==================== design 1
Design 1, metal 3:
The bar under the picture is 20 um long.
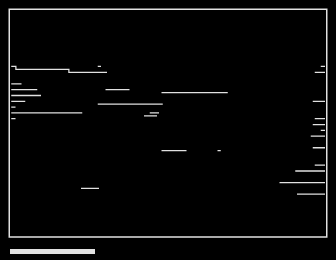

File: src/rtl/spi_pkg.sv
// Shared definitions for the 8-bit SPI link: FSM state codes and default word width.
// Imported by spi_master and reused by spi_slave benches.
package spi_pkg;

  localparam int DATA_W_DEFAULT = 8;

  typedef logic [2:0] state_t;

  localparam state_t IDLE  = 3'd0;
  localparam state_t LEAD  = 3'd1;
  localparam state_t HIGH  = 3'd2;
  localparam state_t LOW   = 3'd3;
  localparam state_t TRAIL = 3'd4;

endpackage

File: src/rtl/spi_master_clk_div.sv
// Half-period divider for spi_clk: tick marks the last sclk cycle of each half-period.
// The counter is held at zero while en is low so every frame starts on a clean boundary.
module spi_clk_div #(
  parameter int CLK_DIV = 4
) (
  input  logic sclk,
  input  logic rst,
  input  logic en,
  output logic tick
);

  localparam int CW = (CLK_DIV > 1) ? $clog2(CLK_DIV) : 1;

  logic [CW-1:0] count_reg;

  always_ff @(posedge sclk or posedge rst) begin
    if (rst) begin
      count_reg <= '0;
    end else if (!en || tick) begin
      count_reg <= '0;
    end else begin
      count_reg <= count_reg + 1'b1;
    end
  end

  assign tick = en && (count_reg == CW'(CLK_DIV - 1));

endmodule

File: src/rtl/spi_master.sv
// SPI initiator: MSB-first DATA_W-bit frames, spi_clk idle low, mosi launched while
// spi_clk is low and miso sampled on the falling edge. All outputs are registered.
module spi_master
  import spi_pkg::*;
#(
  parameter int DATA_W  = DATA_W_DEFAULT,
  parameter int CLK_DIV = 4
) (
  input  logic              sclk,
  input  logic              rst,
  input  logic              start,
  input  logic [DATA_W-1:0] tx_data,
  output logic [DATA_W-1:0] rx_data,
  output logic              busy,
  output logic              done,
  output logic              ss,
  output logic              spi_clk,
  output logic              mosi,
  input  logic              miso
);

  localparam int CNT_W = (DATA_W > 1) ? $clog2(DATA_W) : 1;

  state_t            state_reg, state_next;
  logic [DATA_W-1:0] tx_reg, tx_next;
  logic [DATA_W-1:0] rx_reg, rx_next;
  logic [DATA_W-1:0] rx_data_reg, rx_data_next;
  logic [CNT_W-1:0]  bit_cnt_reg, bit_cnt_next;
  logic              done_reg, done_next;
  logic              ss_reg, ss_next;
  logic              busy_reg, busy_next;
  logic              spi_clk_reg, spi_clk_next;
  logic              mosi_reg, mosi_next;
  logic              tick;

  spi_clk_div #(.CLK_DIV(CLK_DIV)) u_clk_div (
    .sclk (sclk),
    .rst  (rst),
    .en   (state_reg != IDLE),
    .tick (tick)
  );

  always_ff @(posedge sclk or posedge rst) begin
    if (rst) begin
      state_reg   <= IDLE;
      tx_reg      <= '0;
      rx_reg      <= '0;
      rx_data_reg <= '0;
      bit_cnt_reg <= '0;
      done_reg    <= 1'b0;
      ss_reg      <= 1'b0;
      busy_reg    <= 1'b0;
      spi_clk_reg <= 1'b0;
      mosi_reg    <= 1'b0;
    end else begin
      state_reg   <= state_next;
      tx_reg      <= tx_next;
      rx_reg      <= rx_next;
      rx_data_reg <= rx_data_next;
      bit_cnt_reg <= bit_cnt_next;
      done_reg    <= done_next;
      ss_reg      <= ss_next;
      busy_reg    <= busy_next;
      spi_clk_reg <= spi_clk_next;
      mosi_reg    <= mosi_next;
    end
  end

  always_comb begin
    state_next   = state_reg;
    tx_next      = tx_reg;
    rx_next      = rx_reg;
    rx_data_next = rx_data_reg;
    bit_cnt_next = bit_cnt_reg;
    done_next    = 1'b0;
    case (state_reg)
      IDLE: begin
        if (start) begin
          tx_next      = tx_data;
          rx_next      = '0;
          bit_cnt_next = '0;
          state_next   = LEAD;
        end
      end
      LEAD: if (tick) state_next = HIGH;
      HIGH: begin
        // Falling spi_clk: slave updated miso a full half-period ago.
        if (tick) begin
          rx_next = {rx_reg[DATA_W-2:0], miso};
          if (bit_cnt_reg == CNT_W'(DATA_W - 1)) begin
            state_next = TRAIL;
          end else begin
            bit_cnt_next = bit_cnt_reg + 1'b1;
            tx_next      = {tx_reg[DATA_W-2:0], 1'b0};
            state_next   = LOW;
          end
        end
      end
      LOW: if (tick) state_next = HIGH;
      TRAIL: begin
        if (tick) begin
          rx_data_next = rx_reg;
          done_next    = 1'b1;
          state_next   = IDLE;
        end
      end
      default: state_next = IDLE;
    endcase
  end

  // Pin values follow directly from the state being entered, so they change with it.
  always_comb begin
    ss_next      = (state_next != IDLE);
    busy_next    = (state_next != IDLE);
    spi_clk_next = (state_next == HIGH);
    mosi_next    = (state_next != IDLE) ? tx_next[DATA_W-1] : 1'b0;
  end

  assign rx_data = rx_data_reg;
  assign busy    = busy_reg;
  assign done    = done_reg;
  assign ss      = ss_reg;
  assign spi_clk = spi_clk_reg;
  assign mosi    = mosi_reg;

endmodule
File: config.mk
export PLATFORM = sky130hd
export DESIGN_NAME = spi_master
export DESIGN_NICKNAME = d
export VERILOG_FILES = /design/src/rtl/spi_pkg.sv /design/src/rtl/spi_master_clk_div.sv /design/src/rtl/spi_master.sv
export SDC_FILE = /design/constraint.sdc
export NUM_CORES = 1
export LEC_CHECK = 0
export CORE_ASPECT_RATIO = 0.7
export CORE_MARGIN = 2
export CORE_UTILIZATION = 45
export DETAILED_ROUTE_END_ITERATION = 7
export PLACE_DENSITY = 0.8
export SYNTH_ARGS = -nofsm -noshare
export SYNTH_HDL_FRONTEND = slang
export SYNTH_SLANG_ARGS = --single-unit
export TNS_END_PERCENT = 5
File: constraint.sdc
create_clock -name sclk -period 2.45 [get_ports sclk]
set_clock_uncertainty 0.15 [all_clocks]
set_input_delay 0.6125 -clock sclk [delete_from_list [all_inputs] [get_ports sclk]]
set_output_delay 0.6125 -clock sclk [all_outputs]
set_load 0.02 [all_outputs]
==================== design 2
===== src/rtl/mem_if_arbiter.sv =====
// mem_if_arbiter: shares one burst memory port between NUM_CH line caches
// (channel 0 = I-cache). A request wins arbitration in IDLE, the line is moved
// as BURST_LEN beats in BUSY, and a one-cycle DONE state reports completion.
//
// Ports
//   clk, rst            clock (rising edge) and asynchronous active-low reset
//   reqValid/reqWrite   per-channel line request and direction (1 = write)
//   reqAdr/reqWdata     per-channel byte address and current write word
//   reqReady            one-cycle grant pulse to the winning channel
//   wdataNext           write beat consumed this cycle, present the next word
//   rdValid/rdData      read beat strobe (per channel) and shared read data
//   done                one-cycle transfer-complete pulse
//   memReq/memWrite     memory transfer active and its direction
//   memAdr/memWdata     current beat address and write data
//   memAck/memRdata     beat accepted/delivered by memory and its read data
module mem_if_arbiter #(
  parameter int NUM_CH      = 2,
  parameter int WORD_LENGTH = 32,
  parameter int ADR_WIDTH   = 32,
  parameter int BURST_LEN   = 4,
  parameter int RR_MODE     = 0
) (
  input  logic                          clk,
  input  logic                          rst,
  input  logic [NUM_CH-1:0]             reqValid,
  input  logic [NUM_CH-1:0]             reqWrite,
  input  logic [NUM_CH*ADR_WIDTH-1:0]   reqAdr,
  input  logic [NUM_CH*WORD_LENGTH-1:0] reqWdata,
  output logic [NUM_CH-1:0]             reqReady,
  output logic [NUM_CH-1:0]             wdataNext,
  output logic [NUM_CH-1:0]             rdValid,
  output logic [WORD_LENGTH-1:0]        rdData,
  output logic [NUM_CH-1:0]             done,
  output logic                          memReq,
  output logic                          memWrite,
  output logic [ADR_WIDTH-1:0]          memAdr,
  output logic [WORD_LENGTH-1:0]        memWdata,
  input  logic                          memAck,
  input  logic [WORD_LENGTH-1:0]        memRdata
);

  localparam int CH_W      = (NUM_CH > 1) ? $clog2(NUM_CH) : 1;
  localparam int BEAT_W    = (BURST_LEN > 1) ? $clog2(BURST_LEN) : 1;
  localparam int LINE_BITS = $clog2(BURST_LEN * WORD_LENGTH / 8);
  localparam int unsigned NCH = NUM_CH;

  localparam logic [ADR_WIDTH-1:0] BYTES     = ADR_WIDTH'(WORD_LENGTH / 8);
  localparam logic [ADR_WIDTH-1:0] LINE_MASK =
    ~((ADR_WIDTH'(1) << LINE_BITS) - ADR_WIDTH'(1));
  localparam logic [BEAT_W-1:0]    LAST_BEAT = BEAT_W'(BURST_LEN - 1);

  typedef enum logic [1:0] {IDLE, BUSY, DONE} state_t;

  state_t               state;
  logic [CH_W-1:0]      ch;
  logic [CH_W-1:0]      rr_ptr;
  logic                 dir;
  logic [ADR_WIDTH-1:0] base;
  logic [BEAT_W-1:0]    beat;

  logic [CH_W-1:0]      win;
  logic                 found;
  int unsigned          idx;

  // Arbitration: scan channels in priority order. In round-robin mode the
  // scan starts just above the last granted channel and wraps.
  always_comb begin
    win   = '0;
    found = 1'b0;
    idx   = 0;
    for (int unsigned k = 0; k < NCH; k++) begin
      if (RR_MODE != 0) begin
        idx = int'(rr_ptr) + k + 1;
        if (idx >= NCH) idx = idx - NCH;
      end else begin
        idx = k;
      end
      if (!found && reqValid[CH_W'(idx)]) begin
        found = 1'b1;
        win   = CH_W'(idx);
      end
    end
  end

  // The memory-side signals and wdataNext must follow memAck/reqWdata in the
  // same cycle, so they are decoded from the registered state.
  assign memReq   = (state == BUSY);
  assign memWrite = memReq & dir;
  assign memAdr   = memReq ? (base + (ADR_WIDTH'(beat) * BYTES)) : '0;
  assign memWdata = memReq ? reqWdata[ch*WORD_LENGTH +: WORD_LENGTH] : '0;

  always_comb begin
    wdataNext = '0;
    if (memReq && dir && memAck) wdataNext[ch] = 1'b1;
  end

  always_ff @(posedge clk or negedge rst) begin
    if (!rst) begin
      state    <= IDLE;
      ch       <= '0;
      rr_ptr   <= CH_W'(NUM_CH - 1);
      dir      <= 1'b0;
      base     <= '0;
      beat     <= '0;
      reqReady <= '0;
      rdValid  <= '0;
      done     <= '0;
      rdData   <= '0;
    end else begin
      reqReady <= '0;
      rdValid  <= '0;
      done     <= '0;
      case (state)
        IDLE: begin
          if (found) begin
            ch            <= win;
            rr_ptr        <= win;
            dir           <= reqWrite[win];
            base          <= reqAdr[win*ADR_WIDTH +: ADR_WIDTH] & LINE_MASK;
            beat          <= '0;
            reqReady[win] <= 1'b1;
            state         <= BUSY;
          end
        end
        BUSY: begin
          if (memAck) begin
            beat <= beat + 1'b1;
            if (!dir) begin
              rdData      <= memRdata;
              rdValid[ch] <= 1'b1;
            end
            if (beat == LAST_BEAT) begin
              done[ch] <= 1'b1;
              state    <= DONE;
            end
          end
        end
        DONE:    state <= IDLE;
        default: state <= IDLE;
      endcase
    end
  end

endmodule

===== config.mk =====
export PLATFORM = sky130hd
export DESIGN_NAME = mem_if_arbiter
export DESIGN_NICKNAME = d
export VERILOG_FILES = /design/src/rtl/mem_if_arbiter.sv
export SDC_FILE = /design/constraint.sdc
export NUM_CORES = 1
export LEC_CHECK = 0
export CAP_MARGIN = 15
export CORE_MARGIN = 2
export CORE_UTILIZATION = 38
export DETAILED_ROUTE_END_ITERATION = 10
export PLACE_DENSITY_LB_ADDON = 0.2
export SYNTH_ARGS = -nofsm -noshare
export SYNTH_HDL_FRONTEND = slang
export SYNTH_SLANG_ARGS = --single-unit

===== constraint.sdc =====
create_clock -name clk -period 2.8 [get_ports clk]
set_clock_uncertainty 0.1 [all_clocks]
set_input_delay 0.28 -clock clk [delete_from_list [all_inputs] [get_ports clk]]
set_output_delay 0.28 -clock clk [all_outputs]
set_load 0.005 [all_outputs]

==================== design 3
$ cat config.mk
export PLATFORM = sky130hd
export DESIGN_NAME = control_sequencer
export DESIGN_NICKNAME = d
export VERILOG_FILES = /design/src/rtl/control_sequencer.sv
export SDC_FILE = /design/constraint.sdc
export NUM_CORES = 1
export LEC_CHECK = 0
export ABC_AREA = 1
export ABC_CLOCK_PERIOD_IN_PS = 2800
export CELL_PAD_IN_SITES_DETAIL_PLACEMENT = 1
export CELL_PAD_IN_SITES_GLOBAL_PLACEMENT = 1
export CORE_AREA = 5 5 92 94
export CTS_CLUSTER_SIZE = 20
export DETAILED_ROUTE_END_ITERATION = 12
export DIE_AREA = 0 0 97 99
export MAX_ROUTING_LAYER = met4
export PLACE_DENSITY_LB_ADDON = 0.25
export SLEW_MARGIN = 10
export SYNTH_ARGS = -nofsm -noshare
export SYNTH_HDL_FRONTEND = slang
export SYNTH_SLANG_ARGS = --single-unit
$ cat constraint.sdc
create_clock -name clk -period 2.8 [get_ports clk]
set_input_delay 0.56 -clock clk [delete_from_list [all_inputs] [get_ports clk]]
set_output_delay 0.56 -clock clk [all_outputs]
set_load 0.03 [all_outputs]
$ cat src/rtl/control_sequencer.sv
// Hardwired multi-cycle control unit: steps T-states, inserts memory wait
// states and drives every datapath strobe from the latched opcode.
module control_sequencer #(
  parameter int unsigned    OPW      = 5,
  parameter int unsigned    MEM_WAIT = 1,
  parameter logic [OPW-1:0] ALU_ADD  = OPW'(5'b00011)
) (
  input  logic           clk,
  input  logic           rst,
  input  logic           run,
  input  logic           stop,
  input  logic [31:0]    ir,
  input  logic           con_ff,
  output logic           PCout,
  output logic           ZLowout,
  output logic           ZHighout,
  output logic           MDRout,
  output logic           HIout,
  output logic           LOout,
  output logic           Inport_out,
  output logic           Cout,
  output logic           BAout,
  output logic           MARin,
  output logic           MDRin,
  output logic           PCin,
  output logic           IRin,
  output logic           Yin,
  output logic           Zin,
  output logic           HIin,
  output logic           LOin,
  output logic           CON_in,
  output logic           Outport_in,
  output logic           Rin,
  output logic           Gra,
  output logic           Grb,
  output logic           Grc,
  output logic           Rout,
  output logic           IncPC,
  output logic           Read,
  output logic           Write,
  output logic [OPW-1:0] alu_op,
  output logic           busy,
  output logic           halted
);

  // Strobe vector bit positions
  localparam int unsigned NSTRB        = 26;
  localparam int unsigned S_PCOUT      = 0;
  localparam int unsigned S_ZLOWOUT    = 1;
  localparam int unsigned S_ZHIGHOUT   = 2;
  localparam int unsigned S_MDROUT     = 3;
  localparam int unsigned S_HIOUT      = 4;
  localparam int unsigned S_LOOUT      = 5;
  localparam int unsigned S_INPORTOUT  = 6;
  localparam int unsigned S_COUT       = 7;
  localparam int unsigned S_MARIN      = 8;
  localparam int unsigned S_MDRIN      = 9;
  localparam int unsigned S_PCIN       = 10;
  localparam int unsigned S_IRIN       = 11;
  localparam int unsigned S_YIN        = 12;
  localparam int unsigned S_ZIN        = 13;
  localparam int unsigned S_HIIN       = 14;
  localparam int unsigned S_LOIN       = 15;
  localparam int unsigned S_CONIN      = 16;
  localparam int unsigned S_OUTPORTIN  = 17;
  localparam int unsigned S_RIN        = 18;
  localparam int unsigned S_GRA        = 19;
  localparam int unsigned S_GRB        = 20;
  localparam int unsigned S_GRC        = 21;
  localparam int unsigned S_ROUT       = 22;
  localparam int unsigned S_INCPC      = 23;
  localparam int unsigned S_READ       = 24;
  localparam int unsigned S_WRITE      = 25;

  // FSM states
  localparam logic [3:0] ST_IDLE = 4'd0;
  localparam logic [3:0] ST_T0   = 4'd1;
  localparam logic [3:0] ST_T1   = 4'd2;
  localparam logic [3:0] ST_T2   = 4'd3;
  localparam logic [3:0] ST_T3   = 4'd4;
  localparam logic [3:0] ST_T4   = 4'd5;
  localparam logic [3:0] ST_T5   = 4'd6;
  localparam logic [3:0] ST_T6   = 4'd7;
  localparam logic [3:0] ST_T7   = 4'd8;
  localparam logic [3:0] ST_HALT = 4'd9;

  // Opcodes
  localparam logic [OPW-1:0] OP_LD      = OPW'(0);
  localparam logic [OPW-1:0] OP_LDI     = OPW'(1);
  localparam logic [OPW-1:0] OP_ST      = OPW'(2);
  localparam logic [OPW-1:0] OP_RALU_LO = OPW'(3);
  localparam logic [OPW-1:0] OP_RALU_HI = OPW'(12);
  localparam logic [OPW-1:0] OP_IALU_LO = OPW'(13);
  localparam logic [OPW-1:0] OP_IALU_HI = OPW'(15);
  localparam logic [OPW-1:0] OP_MUL     = OPW'(16);
  localparam logic [OPW-1:0] OP_DIV     = OPW'(17);
  localparam logic [OPW-1:0] OP_BR      = OPW'(18);
  localparam logic [OPW-1:0] OP_JR      = OPW'(19);
  localparam logic [OPW-1:0] OP_JAL     = OPW'(20);
  localparam logic [OPW-1:0] OP_IN      = OPW'(21);
  localparam logic [OPW-1:0] OP_OUT     = OPW'(22);
  localparam logic [OPW-1:0] OP_MFHI    = OPW'(23);
  localparam logic [OPW-1:0] OP_MFLO    = OPW'(24);
  localparam logic [OPW-1:0] OP_HALT    = OPW'(26);

  localparam logic [2:0] WAIT_MAX = 3'(MEM_WAIT);

  logic [3:0]       state_q, state_d;
  logic [OPW-1:0]   op_q, op_d;
  logic [2:0]       wait_q, wait_d;
  logic [NSTRB-1:0] strb_q, strb_d;
  logic [OPW-1:0]   alu_q, alu_d;
  logic             busy_q, busy_d;
  logic             halted_q, halted_d;
  logic             br_t6_q, br_t6_d;

  logic [OPW-1:0]   ir_op;
  logic             mem_hold;
  logic             is_ld, is_ldi, is_st, is_mem;
  logic             is_ralu, is_ialu, is_alu, is_muldiv;
  logic             is_br, is_jr, is_jal, is_in, is_out, is_mfhi, is_mflo;
  logic             unused_ir;

  assign ir_op     = ir[31:32-OPW];
  assign unused_ir = ^ir[31-OPW:0];
  // Current state is a Read/Write state whenever its registered strobe is up
  assign mem_hold  = strb_q[S_READ] | strb_q[S_WRITE];

  // Last execute state of each opcode; nop and undefined opcodes end at T2
  function automatic logic [3:0] final_state(input logic [OPW-1:0] op);
    logic [3:0] fs;
    fs = ST_T2;
    if (op == OP_LD || op == OP_ST) begin
      fs = ST_T7;
    end else if (op == OP_LDI || (op >= OP_RALU_LO && op <= OP_IALU_HI)) begin
      fs = ST_T5;
    end else if (op == OP_MUL || op == OP_DIV || op == OP_BR) begin
      fs = ST_T6;
    end else if (op == OP_JAL) begin
      fs = ST_T4;
    end else if (op == OP_JR || (op >= OP_IN && op <= OP_MFLO)) begin
      fs = ST_T3;
    end
    return fs;
  endfunction

  // State, opcode, wait counter and registered strobes
  always_ff @(posedge clk or negedge rst) begin
    if (!rst) begin
      state_q  <= ST_IDLE;
      op_q     <= '0;
      wait_q   <= 3'd0;
      strb_q   <= '0;
      alu_q    <= '0;
      busy_q   <= 1'b0;
      halted_q <= 1'b0;
      br_t6_q  <= 1'b0;
    end else begin
      state_q  <= state_d;
      op_q     <= op_d;
      wait_q   <= wait_d;
      strb_q   <= strb_d;
      alu_q    <= alu_d;
      busy_q   <= busy_d;
      halted_q <= halted_d;
      br_t6_q  <= br_t6_d;
    end
  end

  // Next state, then strobes decoded from the next state and opcode
  always_comb begin
    state_d   = state_q;
    op_d      = op_q;
    wait_d    = wait_q;
    strb_d    = '0;
    alu_d     = '0;
    br_t6_d   = 1'b0;
    busy_d    = 1'b0;
    halted_d  = 1'b0;
    is_ld     = 1'b0;
    is_ldi    = 1'b0;
    is_st     = 1'b0;
    is_mem    = 1'b0;
    is_ralu   = 1'b0;
    is_ialu   = 1'b0;
    is_alu    = 1'b0;
    is_muldiv = 1'b0;
    is_br     = 1'b0;
    is_jr     = 1'b0;
    is_jal    = 1'b0;
    is_in     = 1'b0;
    is_out    = 1'b0;
    is_mfhi   = 1'b0;
    is_mflo   = 1'b0;

    case (state_q)
      ST_IDLE: begin
        if (run) state_d = ST_T0;
      end
      ST_HALT: begin
        state_d = ST_HALT;
      end
      ST_T0, ST_T1, ST_T2, ST_T3, ST_T4, ST_T5, ST_T6, ST_T7: begin
        if (mem_hold && (wait_q != WAIT_MAX)) begin
          wait_d = wait_q + 3'd1;
        end else begin
          wait_d = 3'd0;
          if (state_q == ST_T2) begin
            // Opcode is taken straight from ir on the IRin edge
            op_d = ir_op;
            if (ir_op == OP_HALT) begin
              state_d = ST_HALT;
            end else if (final_state(ir_op) == ST_T2) begin
              state_d = stop ? ST_IDLE : ST_T0;
            end else begin
              state_d = ST_T3;
            end
          end else if (state_q == final_state(op_q)) begin
            state_d = stop ? ST_IDLE : ST_T0;
          end else begin
            state_d = state_q + 4'd1;
          end
        end
      end
      default: begin
        state_d = ST_IDLE;
      end
    endcase

    is_ld     = (op_d == OP_LD);
    is_ldi    = (op_d == OP_LDI);
    is_st     = (op_d == OP_ST);
    is_mem    = is_ld | is_ldi | is_st;
    is_ralu   = (op_d >= OP_RALU_LO) && (op_d <= OP_RALU_HI);
    is_ialu   = (op_d >= OP_IALU_LO) && (op_d <= OP_IALU_HI);
    is_alu    = is_ralu | is_ialu;
    is_muldiv = (op_d == OP_MUL) || (op_d == OP_DIV);
    is_br     = (op_d == OP_BR);
    is_jr     = (op_d == OP_JR);
    is_jal    = (op_d == OP_JAL);
    is_in     = (op_d == OP_IN);
    is_out    = (op_d == OP_OUT);
    is_mfhi   = (op_d == OP_MFHI);
    is_mflo   = (op_d == OP_MFLO);

    busy_d   = (state_d >= ST_T0) && (state_d <= ST_T7);
    halted_d = (state_d == ST_HALT);

    case (state_d)
      ST_T0: begin
        strb_d[S_PCOUT] = 1'b1;
        strb_d[S_MARIN] = 1'b1;
        strb_d[S_INCPC] = 1'b1;
        strb_d[S_ZIN]   = 1'b1;
      end
      ST_T1: begin
        strb_d[S_ZLOWOUT] = 1'b1;
        strb_d[S_PCIN]    = 1'b1;
        strb_d[S_READ]    = 1'b1;
        strb_d[S_MDRIN]   = 1'b1;
      end
      ST_T2: begin
        strb_d[S_MDROUT] = 1'b1;
        strb_d[S_IRIN]   = 1'b1;
      end
      ST_T3: begin
        if (is_mem || is_alu) begin
          strb_d[S_GRB]  = 1'b1;
          strb_d[S_ROUT] = 1'b1;
          strb_d[S_YIN]  = 1'b1;
        end else if (is_muldiv) begin
          strb_d[S_GRA]  = 1'b1;
          strb_d[S_ROUT] = 1'b1;
          strb_d[S_YIN]  = 1'b1;
        end else if (is_br) begin
          strb_d[S_GRA]   = 1'b1;
          strb_d[S_ROUT]  = 1'b1;
          strb_d[S_CONIN] = 1'b1;
        end else if (is_jr) begin
          strb_d[S_GRA]  = 1'b1;
          strb_d[S_ROUT] = 1'b1;
          strb_d[S_PCIN] = 1'b1;
        end else if (is_jal) begin
          strb_d[S_PCOUT] = 1'b1;
          strb_d[S_GRB]   = 1'b1;
          strb_d[S_RIN]   = 1'b1;
        end else if (is_in) begin
          strb_d[S_INPORTOUT] = 1'b1;
          strb_d[S_GRA]       = 1'b1;
          strb_d[S_RIN]       = 1'b1;
        end else if (is_out) begin
          strb_d[S_GRA]        = 1'b1;
          strb_d[S_ROUT]       = 1'b1;
          strb_d[S_OUTPORTIN]  = 1'b1;
        end else if (is_mfhi) begin
          strb_d[S_HIOUT] = 1'b1;
          strb_d[S_GRA]   = 1'b1;
          strb_d[S_RIN]   = 1'b1;
        end else if (is_mflo) begin
          strb_d[S_LOOUT] = 1'b1;
          strb_d[S_GRA]   = 1'b1;
          strb_d[S_RIN]   = 1'b1;
        end
      end
      ST_T4: begin
        if (is_mem) begin
          strb_d[S_COUT] = 1'b1;
          strb_d[S_ZIN]  = 1'b1;
          alu_d          = ALU_ADD;
        end else if (is_ralu) begin
          strb_d[S_GRC]  = 1'b1;
          strb_d[S_ROUT] = 1'b1;
          strb_d[S_ZIN]  = 1'b1;
          alu_d          = op_d;
        end else if (is_ialu) begin
          strb_d[S_COUT] = 1'b1;
          strb_d[S_ZIN]  = 1'b1;
          alu_d          = op_d;
        end else if (is_muldiv) begin
          strb_d[S_GRB]  = 1'b1;
          strb_d[S_ROUT] = 1'b1;
          strb_d[S_ZIN]  = 1'b1;
          alu_d          = op_d;
        end else if (is_br) begin
          strb_d[S_PCOUT] = 1'b1;
          strb_d[S_YIN]   = 1'b1;
        end else if (is_jal) begin
          strb_d[S_GRA]  = 1'b1;
          strb_d[S_ROUT] = 1'b1;
          strb_d[S_PCIN] = 1'b1;
        end
      end
      ST_T5: begin
        if (is_ldi || is_alu) begin
          strb_d[S_ZLOWOUT] = 1'b1;
          strb_d[S_GRA]     = 1'b1;
          strb_d[S_RIN]     = 1'b1;
        end else if (is_ld || is_st) begin
          strb_d[S_ZLOWOUT] = 1'b1;
          strb_d[S_MARIN]   = 1'b1;
        end else if (is_muldiv) begin
          strb_d[S_ZLOWOUT] = 1'b1;
          strb_d[S_LOIN]    = 1'b1;
        end else if (is_br) begin
          strb_d[S_COUT] = 1'b1;
          strb_d[S_ZIN]  = 1'b1;
          alu_d          = ALU_ADD;
        end
      end
      ST_T6: begin
        if (is_ld) begin
          strb_d[S_READ]  = 1'b1;
          strb_d[S_MDRIN] = 1'b1;
        end else if (is_st) begin
          strb_d[S_GRA]   = 1'b1;
          strb_d[S_ROUT]  = 1'b1;
          strb_d[S_MDRIN] = 1'b1;
        end else if (is_muldiv) begin
          strb_d[S_ZHIGHOUT] = 1'b1;
          strb_d[S_HIIN]     = 1'b1;
        end else if (is_br) begin
          strb_d[S_ZLOWOUT] = 1'b1;
          br_t6_d           = 1'b1;
        end
      end
      ST_T7: begin
        if (is_ld) begin
          strb_d[S_MDROUT] = 1'b1;
          strb_d[S_GRA]    = 1'b1;
          strb_d[S_RIN]    = 1'b1;
        end else if (is_st) begin
          strb_d[S_WRITE] = 1'b1;
        end
      end
      default: begin
      end
    endcase
  end

  // Strobe outputs straight from their registers
  assign PCout      = strb_q[S_PCOUT];
  assign ZLowout    = strb_q[S_ZLOWOUT];
  assign ZHighout   = strb_q[S_ZHIGHOUT];
  assign MDRout     = strb_q[S_MDROUT];
  assign HIout      = strb_q[S_HIOUT];
  assign LOout      = strb_q[S_LOOUT];
  assign Inport_out = strb_q[S_INPORTOUT];
  assign Cout       = strb_q[S_COUT];
  assign BAout      = 1'b0;
  assign MARin      = strb_q[S_MARIN];
  assign MDRin      = strb_q[S_MDRIN];
  // Branch T6 loads PC only while con_ff is high, sampled within the cycle
  assign PCin       = strb_q[S_PCIN] | (br_t6_q & con_ff);
  assign IRin       = strb_q[S_IRIN];
  assign Yin        = strb_q[S_YIN];
  assign Zin        = strb_q[S_ZIN];
  assign HIin       = strb_q[S_HIIN];
  assign LOin       = strb_q[S_LOIN];
  assign CON_in     = strb_q[S_CONIN];
  assign Outport_in = strb_q[S_OUTPORTIN];
  assign Rin        = strb_q[S_RIN];
  assign Gra        = strb_q[S_GRA];
  assign Grb        = strb_q[S_GRB];
  assign Grc        = strb_q[S_GRC];
  assign Rout       = strb_q[S_ROUT];
  assign IncPC      = strb_q[S_INCPC];
  assign Read       = strb_q[S_READ];
  assign Write      = strb_q[S_WRITE];
  assign alu_op     = alu_q;
  assign busy       = busy_q;
  assign halted     = halted_q;

endmodule

Design 3, congestion heat map:
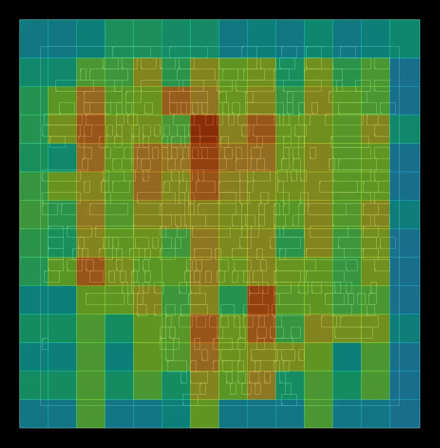
GR Util met3: 2.90%
total track usage: 14.8%
met1 usage: 20.0%
gr busiest metal: met2

Design 3, a small window of the routed layout:
The bar under the picture is 5 um long. Window x 14 to 34, y 64 to 84 um. Cells in grey, sequential cells in the stronger grey; small squares are vias.
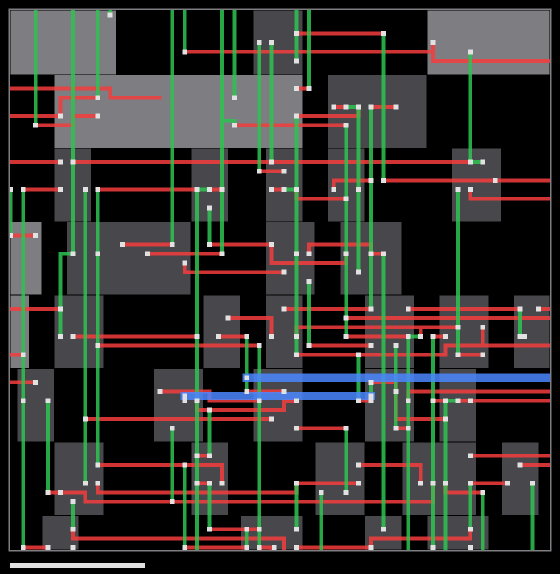
Key: blue = met3; red = met1; green = met2
Sequential cells in the window: 1. 27 logic cells have their middle in the window. Netlist names of flops here include `strb_q` (1). Most frequent: nand3_1 (7), nor2_1 (5), nand2_1 (4).

==> results.txt, design 3 <==
Status = complete, no violations
Register clock-pin slew on the reported worst setup and hold paths = 80 ps
Cell Rows = 32
Worst reg2reg path startpoint = state_q[1]$_DFF_PN0_
Critical Path RT = 2990 ps
Most frequent cells in the layout = nand2_1 (52), dfrtp_1 (44), clkdlybuf4s50_1 (41)
Synth warn = 0
Worst reg2reg path depth = 13
Top pwr grp = combinational logic
Total global routing overflow = 0
Vias in the first global route = 2268
Crit path launch = state_q[1]$_DFF_PN0_
First-pass GRT wire length = 11300 um
FFs w/ async S/R, synth = 100%
PnR worst setup slack = 290 ps
Final hold vios = 0
Max-slew violation count = 0
==> design 3: layout make-up <==
cell class	count	area (um2)
Fill cell	915	4350
Inverter	45	169
Multi-Input combinational cell	206	1250
Tap cell	102	128
Sequential cell	45	1130
Timing Repair Buffer	44	430
Clock inverter	1	30.0
Clock buffer	7	86.3
==> design 3: critical path, stage by stage (launching register included) <==
cell and delay, ps:
dfrtp_1 450, inv_1 150, ha_1 230, nor2_1 140
a21oi_1 110, nor2_2 140, nand3_4 150, nand2_2 140
o221ai_1 130, inv_1 160, nand3_2 130, inv_2 100
nand2_2 140, nor4_2 230
==> design 3: metrics by stage <==
stage,instance area (um2),hold WS (ps)
6_report,3220,404
3_5_place_dp,3100,520
4_1_cts,3220,459
2_1_floorplan,2560,264
5_1_grt,3220,507
3_3_place_gp,3100,502
==> design 3: cell families (layout without fill, tap and decap cells) <==
logic type      count (synthesis)  after routing  synth area share [%]
compound gates                 37             37                  10.9
xor+xnor                        2              2                 0.683
fa+ha+maj                       6              6                  2.93
buf+inv                        48             97                  7.37
flops                          45             45                  43.9
mux                             1              1                 0.390
other cells                     1              1                 0.146
simple gates                  159            159                  33.7
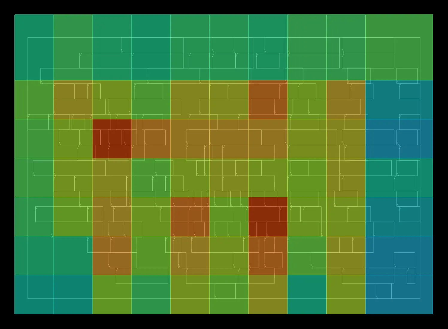
Design 1: congestion heat map
Avg WL per Cell: 14.3 um
Final Core Density: 60.0%

Notes on 'metal 3' of design 1 above:
The layer holds 5.5% of the routed length. The longest straight run is 16.3 um. 24 nets have wire on it. The wires run mostly horizontal. The layer carries 150 um of wire.

==> results.txt, design 1 <==
Cts repair resizes = 0
Tool warnings = 27
Critical Path RT = 2520 ps
Total global routing overflow = 0
Leak = 0.890 nW
Peak supply drop = 0.000415 V
Status = complete, no violations
Headroom to the max-slew limit = 56.0%
Clk latency of the worst-skew pair = 280 ps
Mux cell area share after synthesis = 6.56%
Max stage delay cell, worst path = nor2b_1
CTS sink count = 36
Mapped cell area = 1540 um2
Yosys stat area = 1540 um2
Xor+xnor area frac = 0%
Seq cells post-synth = 36
Data arrival, critical path = 2120 ps
Critical R2R Capture = bit_cnt_reg[0]$_DFFE_PP0P_
Mean Syn Cell Area = 13.3 um2
Crit end category = register
Metal1 wirelength = 1330 um
P_int = 1.30 mW
Post-synth EDFFs = 0
Routed length on met3 = 150 um
Top sig layer = met4
[design 1: metrics by stage]
stage / cells / setup slack [ps] / area [um2] / utilization (%)
final: 191 / 400 / 1930 / 60.0
after global routing: 191 / 187 / 1930 / 60.0
after CTS: 191 / 378 / 1930 / 60.0
after detailed placement: 183 / 173 / 1820 / 56.6
after global placement: 183 / 186 / 1820 / 56.6
after floorplan: 116 / 679 / 1540 / -
[design 1: final cells by class]
class	count	area (um2)
Fill cell	252	1280
Sequential cell	36	901
Multi-Input combinational cell	71	591
Timing Repair Buffer	26	255
Clock buffer	5	68.8
Tap cell	47	58.8
Clock inverter	3	42.5
Inverter	3	11.3
[design 1: metal layers]
layer	vias up	track usage, %
met3	7	5.71
met2	32	25.3
met1	491	20.4
met5	-	0
met4	0	7.58
li1	479	-
[design 1: cells by family (layout without fill, tap and decap cells)]
group	Yosys count	in the layout
flops	36	36
fa+ha+maj	4	4
compound gates	27	27
simple gates	31	31
mux	9	9
buf+inv	9	37
[design 1: worst max-delay path: cells and delay by family (launching register included)]
family	cells	cell delay, ps
flip-flops	1	350
AND/OR/NAND/NOR	2	900
adder cells (fa/ha/maj)	1	360
multiplexers	1	240
Design 2, a small window of the routed layout:
The bar under the picture is 5 um long. Window x 16 to 36, y 69 to 89 um. Cells in grey, sequential cells in the stronger grey; small squares are vias.
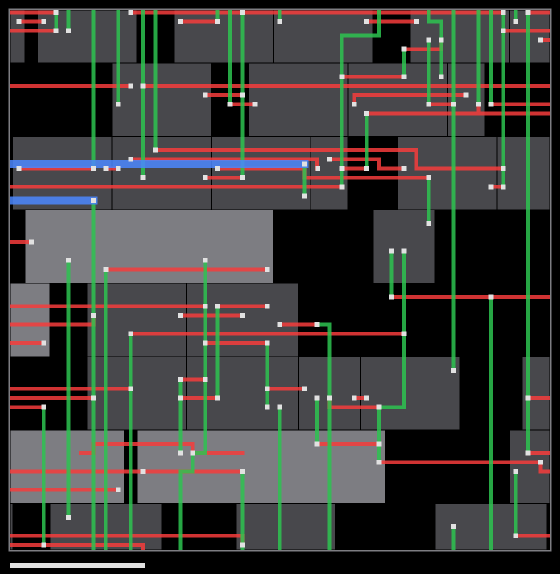
Key: red = met1; green = met2; blue = met3
Netlist names of flops here include `base` (2). Sequential cells in the window: 2. 27 logic cells have their middle in the window. Most frequent: clkdlybuf4s50_1 (12), mux2i_1 (4), mux2_2 (4).

==> results.txt, design 2 <==
Antenna Violating Nets Remaining = 0
CTS sink count = 72
Drt initial violations = 124
Total Wirelength = 11200 um
Primary FF master, synth = dfrtp_1
Mean Syn Cell Area = 12.6 um2
Tmin final = 2640 ps
DRC viols = 0
Critical R2R Capture = rdData[19]$_DFFE_PN0P_
Final hold vios = 0
Status = complete, no violations
CTS Root Cell = clkbuf_8
Fp util = 39.4%
Setup bufs post-CTS = 0
Yosys cell types = 29
Cts repair resizes = 0
Initial antenna violation count = 0
Reg2Reg Setup Slack = 1030 ps
Adder share = 0.322%
Data arrival, critical path = 2260 ps
Max-area cell share = 46.4%
Clock Path Buffers = 2
Number of I/O pins = 273
CTS tree = done
Crit end category = output pin
AND-OR/OR-AND share of the synthesized area = 0.934%
RSZ-0062 raised after global routing = false
End of the critical path = memWdata[28]
Tool warnings = 34
Mapped Cells = 308
Die Width = 105 um
Cell Rows = 36
Synth area leaders = dfrtp_1 (46%), mux2_2 (22%), mux2i_1 (8.2%)
## design 2: metrics by stage
stage / total power, mW / hold slack (ps) / util, % / std cells / setup slack (ps)
after detailed placement: 5.40 / 368 / 66.2 / 684 / 528
after floorplan: 3.45 / -116 / - / 309 / 1290
final: 6.14 / 400 / 68.2 / 700 / 164
after global placement: 5.33 / 357 / 66.2 / 684 / 570
after global routing: 6.57 / 420 / 68.2 / 700 / 1.54
after CTS: 6.23 / 404 / 68.2 / 700 / 153
## design 2: registers in the layout (all words and copies together) (netlist names)
signal,flops
reqReady,2
base,28
rdData,32
rdValid,2
dir,1
done,2
state,2
beat,2
ch,1
## design 2: routing by layer
metal	vias up	part of all wire (%)	global-route usage (%)
met4	0	0.98	3.90
met5	-	0	0
met2	137	50	35.0
li1	1563	-	-
met1	1538	42	24.4
met3	11	7.6	7.11
## design 2: final cells by class
type,count,area [um2]
clock buffer,9,124
inverter,1,3.75
clock inverter,6,61.3
sequential,72,1800
fill,791,3140
timing repair buffer,265,2650
multi-input combinational,214,1920
tap,133,166
## design 2: critical path, stage by stage, from the launching register on
cell and delay, ps:
dfrtp_2 1040, mux2i_1 180, nor2_1 140, clkdlybuf4s50_1 540

==> layout pictures side by side <==
The metal 2 layer.
The bar under the picture is 20 um long. Cells faint in the background.
panel A
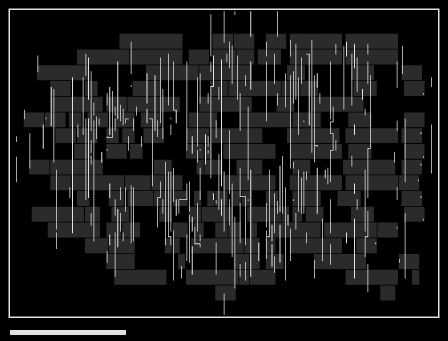
panel B
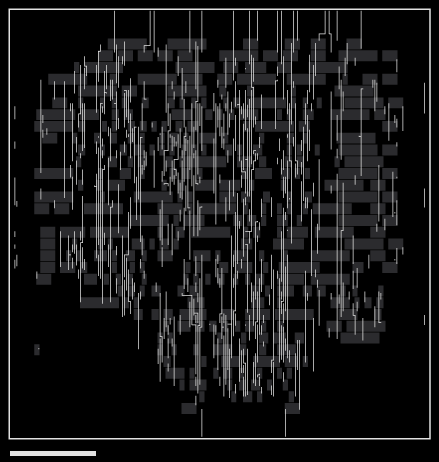
panel C
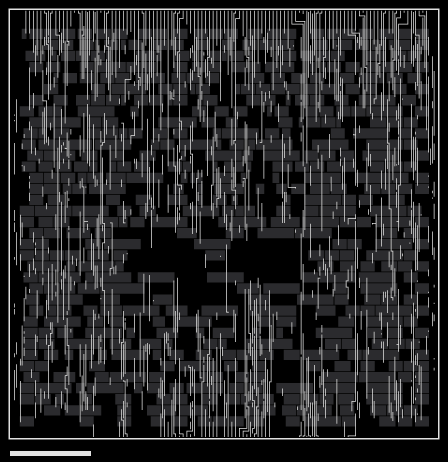
- design 1 = panel A
- design 2 = panel C
- design 3 = panel B
The one with the largest die is panel C.
The one with the smallest die is panel A.

Key to panel C:
The longest straight run is 44.2 um. The wires run mostly vertical. The layer carries 5540 um of wire. 632 nets have wire on it.


==================== design 4
## src/rtl/memShare_config_pkg.sv

```systemverilog
// ============================================================================
// memShare_config_pkg : shared L1PA / request constants and sequencer types
// Revision: 1.0
// ============================================================================
`default_nettype none

package memShare_config_pkg;

  localparam int L1PA_REGFILE_PAGE_NUM   = 8;
  localparam int L1PA_REGFILE_PAGE_WIDTH = 32;
  localparam int L1PA_REGFILE_ADDR_WIDTH = 3;

  localparam int RQST_ADDR_BITWIDTH = 8;
  localparam int SHARE_GROUP_SIZE   = 4;
  localparam int RQST_MODE_BITWIDTH = 3;

  localparam int SETTLE_CYCLES_DEFAULT = 5;

  typedef enum logic [1:0] {
    ST_IDLE   = 2'd0,
    ST_LOAD   = 2'd1,
    ST_SETTLE = 2'd2,
    ST_RUN    = 2'd3
  } seq_state_e;

endpackage

`default_nettype wire

```

## src/rtl/memshare_rqst_slot.sv

```systemverilog
// ============================================================================
// memshare_rqst_slot : one-entry request register, retired by isGtr_i
// Revision: 1.0
// ============================================================================
`default_nettype none

module memshare_rqst_slot
  import memShare_config_pkg::*;
#(
  parameter int RQST_WIDTH = RQST_ADDR_BITWIDTH * SHARE_GROUP_SIZE,
  parameter int MODE_WIDTH = RQST_MODE_BITWIDTH
) (
  input  logic                  clk,
  input  logic                  rst,
  input  logic                  load_i,
  input  logic [RQST_WIDTH-1:0] addr_i,
  input  logic [MODE_WIDTH-1:0] mode_i,
  input  logic                  isGtr_i,
  output logic                  valid_o,
  output logic [RQST_WIDTH-1:0] addr_o,
  output logic [MODE_WIDTH-1:0] mode_o,
  output logic                  retire_o
);

  logic                  valid_q, valid_d;
  logic [RQST_WIDTH-1:0] addr_q, addr_d;
  logic [MODE_WIDTH-1:0] mode_q, mode_d;

  always_comb begin
    valid_d  = valid_q;
    addr_d   = addr_q;
    mode_d   = mode_q;
    // isGtr_i only matters while a request is actually outstanding
    retire_o = valid_q & isGtr_i;
    if (retire_o) begin
      valid_d = 1'b0;
    end
    if (load_i) begin
      valid_d = 1'b1;
      addr_d  = addr_i;
      mode_d  = mode_i;
    end
  end

  always_ff @(posedge clk) begin
    if (rst) begin
      valid_q <= 1'b0;
      addr_q  <= '0;
      mode_q  <= '0;
    end else begin
      valid_q <= valid_d;
      addr_q  <= addr_d;
      mode_q  <= mode_d;
    end
  end

  assign valid_o = valid_q;
  assign addr_o  = addr_q;
  assign mode_o  = mode_q;

endmodule

`default_nettype wire

```

## src/rtl/memshare_cfg_sequencer.sv

```systemverilog
// ============================================================================
// memshare_cfg_sequencer : loads L1PA pages, settles, then issues requests
// Revision: 1.0
// ============================================================================
`default_nettype none

module memshare_cfg_sequencer
  import memShare_config_pkg::*;
#(
  parameter int PAGE_NUM      = L1PA_REGFILE_PAGE_NUM,
  parameter int PAGE_WIDTH    = L1PA_REGFILE_PAGE_WIDTH,
  parameter int ADDR_WIDTH    = L1PA_REGFILE_ADDR_WIDTH,
  parameter int RQST_WIDTH    = RQST_ADDR_BITWIDTH * SHARE_GROUP_SIZE,
  parameter int MODE_WIDTH    = RQST_MODE_BITWIDTH,
  parameter int SETTLE_CYCLES = SETTLE_CYCLES_DEFAULT
) (
  input  logic                  sys_clk,
  input  logic                  rst,
  input  logic                  start_i,
  input  logic                  stop_i,
  input  logic                  cfg_valid_i,
  input  logic [PAGE_WIDTH-1:0] cfg_data_i,
  output logic                  cfg_ready_o,
  output logic [ADDR_WIDTH-1:0] regType0_waddr_o,
  output logic [PAGE_WIDTH-1:0] regType0_wdata_o,
  output logic                  regType0_we_o,
  output logic                  cfg_done_o,
  input  logic                  rqst_valid_i,
  input  logic [RQST_WIDTH-1:0] rqst_addr_i,
  input  logic [MODE_WIDTH-1:0] modeSet_i,
  output logic                  rqst_ready_o,
  output logic                  rqst_valid_o,
  output logic [RQST_WIDTH-1:0] rqst_addr_o,
  output logic [MODE_WIDTH-1:0] modeSet_o,
  input  logic                  isGtr_i
);

  localparam int SCNT_WIDTH = $clog2(SETTLE_CYCLES + 1);
  localparam logic [ADDR_WIDTH-1:0] C_LAST_PAGE   = ADDR_WIDTH'(PAGE_NUM - 1);
  localparam logic [SCNT_WIDTH-1:0] C_LAST_SETTLE = SCNT_WIDTH'(SETTLE_CYCLES - 1);

  seq_state_e            state_q, state_d;
  logic [ADDR_WIDTH-1:0] page_cnt_q, page_cnt_d;
  logic [SCNT_WIDTH-1:0] settle_cnt_q, settle_cnt_d;
  logic                  stop_pend_q, stop_pend_d;
  logic                  we_q, we_d;
  logic [ADDR_WIDTH-1:0] waddr_q, waddr_d;
  logic [PAGE_WIDTH-1:0] wdata_q, wdata_d;
  logic                  done_q, done_d;
  logic                  cfg_accept, rqst_accept;
  logic                  slot_valid, slot_retire;

  always_comb begin
    state_d      = state_q;
    page_cnt_d   = page_cnt_q;
    settle_cnt_d = settle_cnt_q;
    stop_pend_d  = stop_pend_q;
    we_d         = 1'b0;
    waddr_d      = waddr_q;
    wdata_d      = wdata_q;
    done_d       = 1'b0;

    cfg_ready_o  = (state_q == ST_LOAD);
    // A stop in the same cycle must not let a request slip in behind it
    rqst_ready_o = (state_q == ST_RUN) && !slot_valid && !stop_pend_q && !stop_i;
    cfg_accept   = cfg_ready_o & cfg_valid_i;
    rqst_accept  = rqst_ready_o & rqst_valid_i;

    if (cfg_accept) begin
      we_d    = 1'b1;
      waddr_d = page_cnt_q;
      wdata_d = cfg_data_i;
    end

    case (state_q)
      ST_IDLE: begin
        if (start_i) begin
          state_d    = ST_LOAD;
          page_cnt_d = '0;
        end
      end
      ST_LOAD: begin
        if (cfg_accept) begin
          if (page_cnt_q == C_LAST_PAGE) begin
            state_d      = ST_SETTLE;
            settle_cnt_d = '0;
          end else begin
            page_cnt_d = page_cnt_q + 1'b1;
          end
        end
      end
      ST_SETTLE: begin
        if (settle_cnt_q == C_LAST_SETTLE) begin
          state_d = ST_RUN;
          done_d  = 1'b1;
        end else begin
          settle_cnt_d = settle_cnt_q + 1'b1;
        end
      end
      ST_RUN: begin
        if (slot_valid) begin
          if (stop_i) begin
            stop_pend_d = 1'b1;
          end
          if (slot_retire && (stop_pend_q || stop_i)) begin
            state_d     = ST_IDLE;
            stop_pend_d = 1'b0;
          end
        end else if (stop_i) begin
          state_d = ST_IDLE;
        end
      end
      default: state_d = ST_IDLE;
    endcase
  end

  always_ff @(posedge sys_clk) begin
    if (rst) begin
      state_q      <= ST_IDLE;
      page_cnt_q   <= '0;
      settle_cnt_q <= '0;
      stop_pend_q  <= 1'b0;
      we_q         <= 1'b0;
      waddr_q      <= '0;
      wdata_q      <= '0;
      done_q       <= 1'b0;
    end else begin
      state_q      <= state_d;
      page_cnt_q   <= page_cnt_d;
      settle_cnt_q <= settle_cnt_d;
      stop_pend_q  <= stop_pend_d;
      we_q         <= we_d;
      waddr_q      <= waddr_d;
      wdata_q      <= wdata_d;
      done_q       <= done_d;
    end
  end

  memshare_rqst_slot #(
    .RQST_WIDTH (RQST_WIDTH),
    .MODE_WIDTH (MODE_WIDTH)
  ) u_rqst_slot (
    .clk      (sys_clk),
    .rst      (rst),
    .load_i   (rqst_accept),
    .addr_i   (rqst_addr_i),
    .mode_i   (modeSet_i),
    .isGtr_i  (isGtr_i),
    .valid_o  (slot_valid),
    .addr_o   (rqst_addr_o),
    .mode_o   (modeSet_o),
    .retire_o (slot_retire)
  );

  assign rqst_valid_o     = slot_valid;
  assign regType0_we_o    = we_q;
  assign regType0_waddr_o = waddr_q;
  assign regType0_wdata_o = wdata_q;
  assign cfg_done_o       = done_q;

endmodule

`default_nettype wire

```

## config.mk

```make
export PLATFORM = sky130hd
export DESIGN_NAME = memshare_cfg_sequencer
export DESIGN_NICKNAME = d
export VERILOG_FILES = /design/src/rtl/memShare_config_pkg.sv /design/src/rtl/memshare_rqst_slot.sv /design/src/rtl/memshare_cfg_sequencer.sv
export SDC_FILE = /design/constraint.sdc
export NUM_CORES = 1
export LEC_CHECK = 0
export ABC_AREA = 1
export ABC_CLOCK_PERIOD_IN_PS = 1500
export CORE_UTILIZATION = 37
export DETAILED_ROUTE_END_ITERATION = 6
export PLACE_DENSITY = 0.76
export SYNTH_ARGS = -nofsm -noshare
export SYNTH_HDL_FRONTEND = slang
export SYNTH_SLANG_ARGS = --single-unit
```

## constraint.sdc

```tcl
create_clock -name sys_clk -period 1.5 [get_ports sys_clk]
set_input_delay 0.15 -clock sys_clk [delete_from_list [all_inputs] [get_ports sys_clk]]
set_output_delay 0.15 -clock sys_clk [all_outputs]
set_load 0.02 [all_outputs]
```

Design 4, the metal 2 layer:
The bar under the picture is 20 um long. Cells faint in the background.
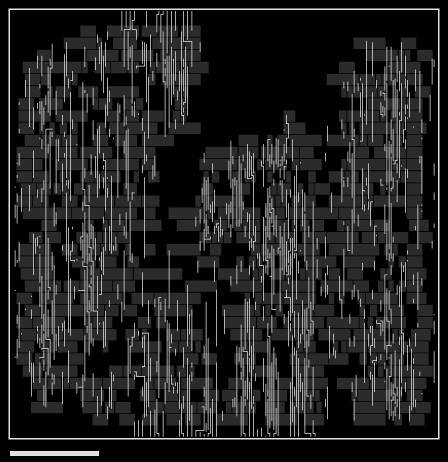
527 nets have wire on it. The layer holds 45% of the routed length. The longest straight run is 47.1 um. The wires run mostly vertical. The layer carries 3860 um of wire.

==> results.txt <==
Status = complete, no violations
N_diodes = 0
P_int = 4.40 mW
Num CTS Buffers = 9
Inverters, non-clock = 20
CTS sink count = 82
Fp util = 38.9%
Primary FF master, synth = dfxtp_1
NetSw = 2.11 mW
Port Buf Inserts = 148
Gate Area = 1450 um2
Worst Hold Margin = 139 ps
Total track usage = 18.5%
Adder share = 3.46%
H-tree levels = 3
Initial antenna violation count = 0
Placer's final routability congestion estimate = 0.789
Mux cell area share after synthesis = 0%
Hold WC Path Type = in2reg
Tmin final = 1460 ps
Seq cells post-synth = 82
Final hold vios = 0
Total Wirelength = 8620 um
Synth area leaders = dfxtp_1 (50%), nor2_1 (8.8%), nand2_1 (8.4%)
Die Width = 95.8 um
Final Power = 6.51 mW
Dpl cells = 649
Register clock-pin slew on the reported worst setup and hold paths = 90 ps
Seq pwr share = 39.8%
Critical Path RT = 1350 ps
Clk latency of the worst-skew pair = 350 ps
Drt pass-1 iters = 4
WS Path Type = reg2out
Largest net degree at the start of global routing = 39
P_comb = 2.14 mW
Switching part of the total = 32.4%
Crit path max fanout = 2
Total Neg Setup Slack = 0 ps
Peak supply drop = 0.000644 V
# fillers = 725
Design 4, signal wires on met4:
Cells faint in the background.
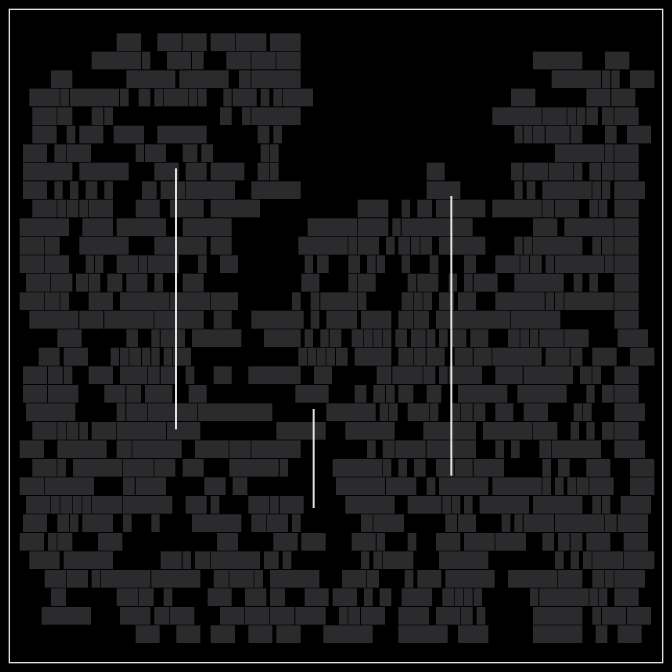
The layer carries 93.2 um of wire. The longest straight run is 40.8 um. The layer holds 1.1% of the routed length.

==> cells in the mapped netlist, types with 4 or more instances <==
| cell type | instances |
|---|---|
| nor2_1 | 76 |
| nand2_2 | 21 |
| o21ai_0 | 35 |
| clkbuf_1 | 7 |
| nand4_1 | 4 |
| nand3_1 | 8 |
| inv_1 | 15 |
| dfxtp_1 | 82 |
| nand2_1 | 73 |
| buf_2 | 6 |
| ha_1 | 9 |
| a21oi_1 | 24 |
| a21oi_2 | 20 |
==> state kept, by name, indices dropped and copies added, names as in the netlist <==
| signal | flops |
|---|---|
| u_rqst_slot.mode_o | 3 |
| u_rqst_slot.addr_o | 32 |
| u_rqst_slot.valid_o | 1 |
| settle_cnt_q | 3 |
| state_q | 2 |
| regType0_waddr_o | 3 |
| regType0_we_o | 1 |
| regType0_wdata_o | 32 |
| cfg_done_o | 1 |
| stop_pend_q | 1 |
| page_cnt_q | 3 |
==> routing by layer <==
metal / global-route usage [%] / vias up
li1: - / 1603
met1: 21.0 / 1427
met2: 31.5 / 131
met3: 7.42 / 11
met4: 5.72 / 0
met5: 0 / -

Power and IR drop assume default switching activity.
